######## life_engine ########
Figure 1. I/O nets highlighted (life_engine).
Bar = 50 um.
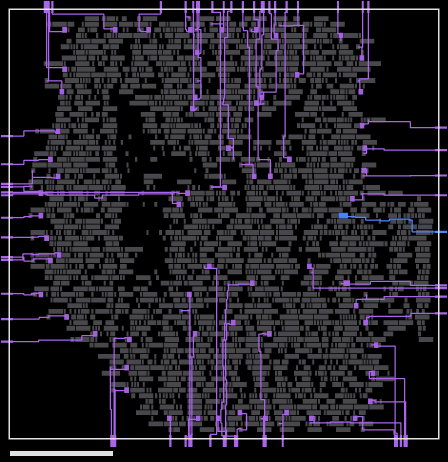

<file path="src/rtl/life_engine.sv">
// life_engine: one Game of Life (B3/S23) generation per start pulse.
// Sweeps the read buffer one row per cycle and writes the next generation
// into the write buffer. Rows are held in a 3-row window: the two upper rows
// are registered, and the lower row comes straight from the registered RAM.
// Build option: define LIFE_WRAP_EN for a toroidal board. Without it, cells
// beyond the edges count as dead. Cycle timing is the same in both builds.

// One cell of the rule. up/mid/dn hold columns x-1, x, x+1; mid[1] is the cell.
module life_cell (
  input  logic [2:0] up,
  input  logic [2:0] mid,
  input  logic [2:0] dn,
  output logic       nxt
);
  logic [3:0] n;
  // Sum the eight neighbours into a 4-bit count, then apply the birth/survival rule.
  always_comb begin
    n   = 4'(up[0]) + 4'(up[1]) + 4'(up[2]) + 4'(mid[0]) + 4'(mid[2])
        + 4'(dn[0]) + 4'(dn[1]) + 4'(dn[2]);
    nxt = (n == 4'd3) || (mid[1] && (n == 4'd2));
  end
endmodule

module life_engine #(
  parameter int WIDTH  = 64,
  parameter int HEIGHT = 48,
  parameter int ROW_W  = 6,
  parameter int GEN_W  = 16
) (
  input  logic             clk_in,
  input  logic             rst_in,
  input  logic             logic_start_in,
  output logic             logic_done_out,
  output logic             busy_out,
  output logic [ROW_W-1:0] rd_addr_out,
  input  logic [WIDTH-1:0] rd_data_in,
  output logic             wr_en_out,
  output logic [ROW_W-1:0] wr_addr_out,
  output logic [WIDTH-1:0] wr_data_out,
  output logic [GEN_W-1:0] gen_count_out
);
  localparam logic [ROW_W-1:0] LAST_ROW = ROW_W'(HEIGHT - 1);

  typedef enum logic [1:0] {IDLE, PRIME, RUN, DONE} state_t;
  state_t state_q, state_d;

  logic [1:0]       phase_q;
  logic [ROW_W-1:0] rd_addr_q, wr_addr_q, rd_inc;
  logic [WIDTH-1:0] row_a_q, row_b_q, wr_data_q;
  logic [GEN_W-1:0] gen_q;
  logic             last_row;

  // In RUN the write address is the row being produced.
  assign last_row = (wr_addr_q == LAST_ROW);
  assign rd_inc   = (rd_addr_q == LAST_ROW) ? '0 : rd_addr_q + ROW_W'(1);

  // State register.
  always_ff @(posedge clk_in) begin
    if (!rst_in) state_q <= IDLE;
    else         state_q <= state_d;
  end

  // Next state: 3 priming reads, HEIGHT row writes, one done cycle.
  always_comb begin
    state_d = state_q;
    case (state_q)
      IDLE:    if (logic_start_in) state_d = PRIME;
      PRIME:   if (phase_q == 2'd2) state_d = RUN;
      RUN:     if (last_row) state_d = DONE;
      DONE:    state_d = IDLE;
      default: state_d = IDLE;
    endcase
  end

  // Datapath: read-address walk, row window shift, write address/data, generation count.
  always_ff @(posedge clk_in) begin
    if (!rst_in) begin
      phase_q   <= '0;
      rd_addr_q <= '0;
      wr_addr_q <= '0;
      row_a_q   <= '0;
      row_b_q   <= '0;
      wr_data_q <= '0;
      gen_q     <= '0;
    end else begin
      case (state_q)
        IDLE: if (logic_start_in) begin
          rd_addr_q <= LAST_ROW;           // row above row 0 is fetched first
          phase_q   <= '0;
        end
        PRIME: begin
          phase_q   <= phase_q + 2'd1;
          rd_addr_q <= rd_inc;
          if (phase_q == 2'd2) wr_addr_q <= '0;
        end
        RUN: begin
          wr_data_q <= wr_data_out;        // keeps the data bus stable once writes stop
          if (last_row) gen_q <= gen_q + GEN_W'(1);
          else begin
            rd_addr_q <= rd_inc;
            wr_addr_q <= wr_addr_q + ROW_W'(1);
          end
        end
        default: ;
      endcase
      // Row window: row_a = row y-1, row_b = row y while row y is produced.
      if (state_q == PRIME || state_q == RUN) begin
        row_a_q <= row_b_q;
        row_b_q <= rd_data_in;
      end
    end
  end

  logic [WIDTH-1:0] up_row, dn_row, nxt_row;
`ifdef LIFE_WRAP_EN
  localparam logic WRAP = 1'b1;
  assign up_row = row_a_q;
  assign dn_row = rd_data_in;
`else
  localparam logic WRAP = 1'b0;
  // Reads still wrap in time; the wrapped rows are masked to dead cells.
  assign up_row = (wr_addr_q == '0) ? '0 : row_a_q;
  assign dn_row = last_row ? '0 : rd_data_in;
`endif

  // Column-extended rows: bit 0 is column -1, bit WIDTH+1 is column WIDTH.
  logic [WIDTH+1:0] up_x, mid_x, dn_x;
  assign up_x  = {WRAP & up_row[0],  up_row,  WRAP & up_row[WIDTH-1]};
  assign mid_x = {WRAP & row_b_q[0], row_b_q, WRAP & row_b_q[WIDTH-1]};
  assign dn_x  = {WRAP & dn_row[0],  dn_row,  WRAP & dn_row[WIDTH-1]};

  for (genvar x = 0; x < WIDTH; x++) begin : g_cell
    life_cell u_cell (
      .up  (up_x[x+2:x]),
      .mid (mid_x[x+2:x]),
      .dn  (dn_x[x+2:x]),
      .nxt (nxt_row[x])
    );
  end

  assign busy_out       = (state_q == PRIME) || (state_q == RUN);
  assign logic_done_out = (state_q == DONE);
  assign wr_en_out      = (state_q == RUN);
  assign wr_data_out    = wr_en_out ? nxt_row : wr_data_q;
  assign rd_addr_out    = rd_addr_q;
  assign wr_addr_out    = wr_addr_q;
  assign gen_count_out  = gen_q;
endmodule

</file>
<file path="config.mk">
export PLATFORM = sky130hd
export DESIGN_NAME = life_engine
export DESIGN_NICKNAME = d
export VERILOG_FILES = /design/src/rtl/life_engine.sv
export SDC_FILE = /design/constraint.sdc
export NUM_CORES = 1
export LEC_CHECK = 0
export CAP_MARGIN = 20
export CORE_MARGIN = 2
export CORE_UTILIZATION = 50
export DETAILED_ROUTE_END_ITERATION = 6
export DONT_BUFFER_PORTS = 1
export GPL_TIMING_DRIVEN = 0
export PLACE_DENSITY = 0.74
export SLEW_MARGIN = 20
export SYNTH_ARGS = -nofsm -noshare
export SYNTH_HDL_FRONTEND = slang
export SYNTH_SLANG_ARGS = --single-unit
</file>
<file path="constraint.sdc">
create_clock -name clk_in -period 12.8 [get_ports clk_in]
set_input_delay 3.84 -clock clk_in [delete_from_list [all_inputs] [get_ports clk_in]]
set_output_delay 3.84 -clock clk_in [all_outputs]
set_load 0.01 [all_outputs]
</file>
######## seq_comparator ########
===== src/rtl/seq_comparator_pkg.sv =====
// Shared definitions for the bit-serial magnitude comparator:
// FSM state encoding, default operand width and counter sizing.
package seq_comparator_pkg;

  typedef enum logic [1:0] {
    IDLE = 2'b00,
    SCAN = 2'b01,
    DONE = 2'b10
  } state_t;

  localparam int DEFAULT_WIDTH = 16;

  function automatic int cnt_width(input int w);
    return (w > 1) ? $clog2(w) : 1;
  endfunction

  localparam int DEFAULT_CNT_W = cnt_width(DEFAULT_WIDTH);

endpackage


===== src/rtl/seq_comparator_cmp_bit_select.sv =====
// Combinational WIDTH:1 mux pair picking the operand bits under the scan counter.
module cmp_bit_select #(
  parameter int WIDTH = 16,
  parameter int CW    = 4
) (
  input  logic [WIDTH-1:0] a_q,
  input  logic [WIDTH-1:0] b_q,
  input  logic [CW-1:0]    cnt,
  output logic             a_bit,
  output logic             b_bit
);

  always_comb begin
    a_bit = a_q[cnt];
    b_bit = b_q[cnt];
  end

endmodule


===== src/rtl/seq_comparator.sv =====
// MSB-first bit-serial magnitude comparator with start/done handshake.
// Stops at the first differing bit; signed mode inverts the sign-bit decision.
module seq_comparator
  import seq_comparator_pkg::*;
#(
  parameter int WIDTH = DEFAULT_WIDTH
) (
  input  logic             clk,
  input  logic             rst_n,
  input  logic             start,
  input  logic             signed_mode,
  input  logic [WIDTH-1:0] A,
  input  logic [WIDTH-1:0] B,
  output logic             busy,
  output logic             done,
  output logic             gt,
  output logic             eq,
  output logic             lt
);

  localparam int CW = cnt_width(WIDTH);
  localparam logic [CW-1:0] MSB_IDX = CW'(WIDTH - 1);

  state_t           state;
  logic [CW-1:0]    cnt;
  logic [WIDTH-1:0] a_q;
  logic [WIDTH-1:0] b_q;
  logic             sm_q;
  logic             a_bit;
  logic             b_bit;

  cmp_bit_select #(
    .WIDTH (WIDTH),
    .CW    (CW)
  ) u_bit_select (
    .a_q   (a_q),
    .b_q   (b_q),
    .cnt   (cnt),
    .a_bit (a_bit),
    .b_bit (b_bit)
  );

  always_ff @(posedge clk or negedge rst_n) begin
    if (!rst_n) begin
      state <= IDLE;
      cnt   <= '0;
      a_q   <= '0;
      b_q   <= '0;
      sm_q  <= 1'b0;
      busy  <= 1'b0;
      done  <= 1'b0;
      gt    <= 1'b0;
      eq    <= 1'b0;
      lt    <= 1'b0;
    end else begin
      done <= 1'b0;
      case (state)
        IDLE, DONE: begin
          if (start) begin
            a_q   <= A;
            b_q   <= B;
            sm_q  <= signed_mode;
            cnt   <= MSB_IDX;
            gt    <= 1'b0;
            eq    <= 1'b0;
            lt    <= 1'b0;
            state <= SCAN;
            busy  <= 1'b1;
          end else begin
            state <= IDLE;
            busy  <= 1'b0;
          end
        end
        SCAN: begin
          if (a_bit != b_bit) begin
            // A set sign bit means the smaller value in two's complement.
            if (cnt == MSB_IDX && sm_q) begin
              gt <= b_bit;
              lt <= a_bit;
            end else begin
              gt <= a_bit;
              lt <= b_bit;
            end
            state <= DONE;
            busy  <= 1'b0;
            done  <= 1'b1;
          end else if (cnt == '0) begin
            eq    <= 1'b1;
            state <= DONE;
            busy  <= 1'b0;
            done  <= 1'b1;
          end else begin
            cnt <= cnt - 1'b1;
          end
        end
        default: begin
          state <= IDLE;
          busy  <= 1'b0;
        end
      endcase
    end
  end

endmodule


===== config.mk =====
export PLATFORM = sky130hd
export DESIGN_NAME = seq_comparator
export DESIGN_NICKNAME = d
export VERILOG_FILES = /design/src/rtl/seq_comparator_pkg.sv /design/src/rtl/seq_comparator_cmp_bit_select.sv /design/src/rtl/seq_comparator.sv
export SDC_FILE = /design/constraint.sdc
export NUM_CORES = 1
export LEC_CHECK = 0
export CORE_MARGIN = 4
export CORE_UTILIZATION = 40
export DETAILED_ROUTE_END_ITERATION = 8
export GPL_TIMING_DRIVEN = 0
export PLACE_DENSITY = 0.73
export SLEW_MARGIN = 0
export SYNTH_ARGS = -nofsm -noshare
export SYNTH_HDL_FRONTEND = slang
export SYNTH_SLANG_ARGS = --single-unit

===== constraint.sdc =====
create_clock -name clk -period 3.5 [get_ports clk]
set_input_delay 0.35 -clock clk [delete_from_list [all_inputs] [get_ports clk]]
set_output_delay 0.35 -clock clk [all_outputs]
set_load 0.01 [all_outputs]

Figure 2. Placement density heat map (life_engine).
Bar = 50 um. 21 x 21 tiles, from black (low) to pale yellow (high), 0 to 100% covered.
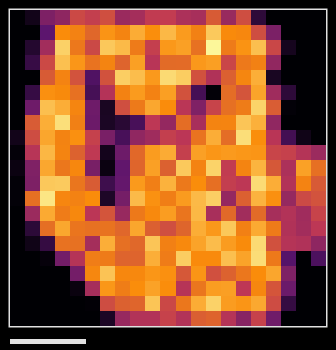
emptiest ninth of the die: bottom left
mean over tiles: 50%
tiles over 75% full: 25%
FP Util: 50.5%
Core ar.: 0.0407 sq mm

## Picture notes: Figure 1
[purple] `wr_data_out` | bits: 64 | direction: output | end cells: 64 | wire: 2,740 um
[blue] `busy_out` | bits: 1 | direction: output | end cells: 1 | wire: 57.6 um

==> notes.md, life_engine <==
Notes on the flow run.

- The run finished with clean final reports.
- The cell count after placement is 2,886, for reference.
- Between the synthesized netlist and the finished layout, the area growth was recorded as 8.15%.
- The clock slew at the register clock pins of the worst setup and hold paths is 60 ps, for reference.
- The dominant power group in this design is combinational cells.
- The switching part of the total is approximately 44%, for reference.
- Row generation in the floorplan step produced between 70 and 80 rows.
- The total wirelength of the detailed-routed design is a little over 50 mm, for reference.
- The worst setup slack after layout is around 2500 ps, for reference.
- The cell type with the largest total area after synthesis is fa_1, for reference.
- Registers take between 0.004 and 0.005 sq mm.
- In this run the deepest clock path goes through 3 buffers.
- The fraction of area in non-clock buffers is under 10%, for reference.
- The top logic cell family in the synthesized netlist is adder cells, for reference.
- Dividing the detail-routed via count by the number of cells gives 5.31.
- The gate-level netlist out of Yosys references around 49 unique cell types.
- The critical hold path startpoint is phase_q[0], for reference.
- The biggest fanout along the worst timing path is 2, for reference.
- The wire length on met2 is between 20 and 25 mm, for reference.
- The power spent charging and discharging nets is around 1.7 mW, for reference.
- The height of the chip is between 200 and 250 um, for reference.
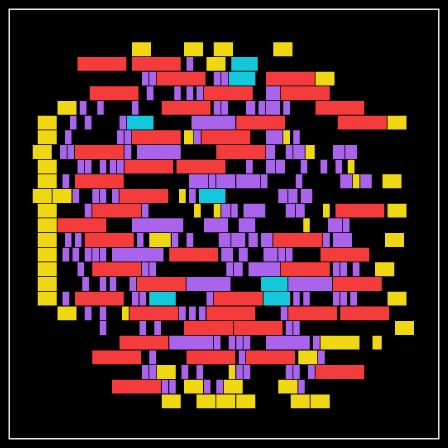
Figure 3: seq_comparator, cells coloured by class.
[yellow] other buffers and delay cells | cells: 55
[purple] all other logic | cells: 159
[red] flip-flops | cells: 44
[cyan] clock drivers and dummy loads | cells: 7
proportion of cell area occupied by registers: 41.7%
Core ar.: 0.00482 sq mm
number of placement rows: 25

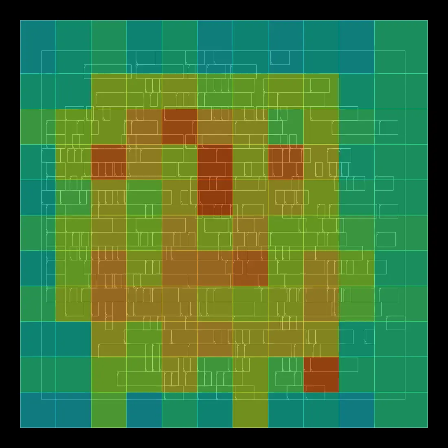
Figure 4: seq_comparator, routing congestion.
met3 track utilization from global routing: 3.63%
met2 Resource Use GR: 24.2%
mean routed wirelength per cell: 12.5 um
met1 track demand over resource: 18.6%
Global Route Usage Sum: 14.4%

==> notes.md, seq_comparator <==
Notes on the flow run.

- In this run the deepest clock path goes through 2 buffers.
- Looking at the area split, the leading class of cells is registers.
- The power spent charging and discharging nets is between 800 and 900 uW, for reference.
- The run finished with clean final reports.
- The post-synth count of flops with an enable pin is 0.
- The relative contribution of the clock network to total power is roughly 15%, for reference.
- Routability-driven placement finished with a final weighted congestion of between 0.8 and 0.9.
- The tap cell instance count is about 67, for reference.
- The share of post-route cells with drive strength above 1 is 7.92%, for reference.
- TritonRoute reported its final design rule violation total as 0.
- Measured on the final layout, buffering overhead outside the clock network stands at 18.3%.
- In the Yosys report the total cell count is approximately 220.
- The CTS report gives the tree buffer count as 5.
- The endpoint required time on the critical path is between 3000 and 4000 ps, for reference.
- The cell type with the largest total area after synthesis is dfrtp_1, for reference.
- After Yosys synthesis, full adders, half adders and majority gates account for 1.23% of the synthesized area.
- The first detailed-routing pass took 4 iterations.
- After detailed routing, the number of vias per cell comes to between 4 and 5.
- Per the synth stats, the proportion of register bits with asynchronous set or reset is 100%.
- The launching element of the worst setup path is cnt[0], for reference.
- The met3 routed wirelength is about 200 um, for reference.
- In this design, the stage delay of the slowest critical-path cell is around 520 ps.
- The launch point of the worst register-to-register path is recorded as cnt[0].


==> gallery <==
Power grid.
picture 1
Bar = 20 um. Pins as bars on the die edge.
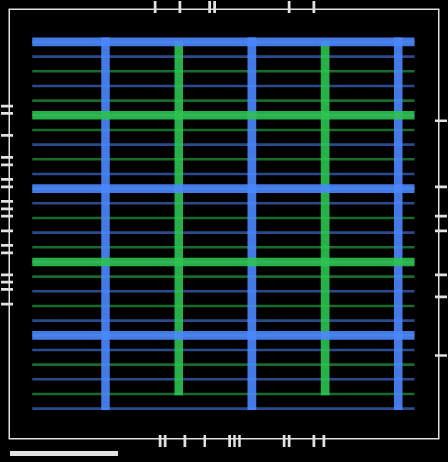
picture 2
Bar = 50 um. Pins as bars on the die edge.
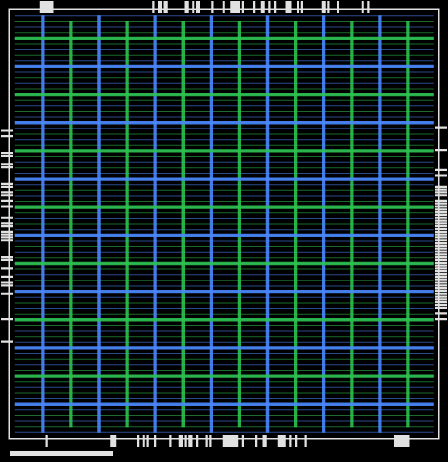
life_engine: picture 2
seq_comparator: picture 1

Key to picture 1:
[green] VDD
[blue] VSS
rows: 25
met4 straps: 5
met1 rails: 26
signal pins: 41
met5 straps: 5

Power and IR drop assume default switching activity.
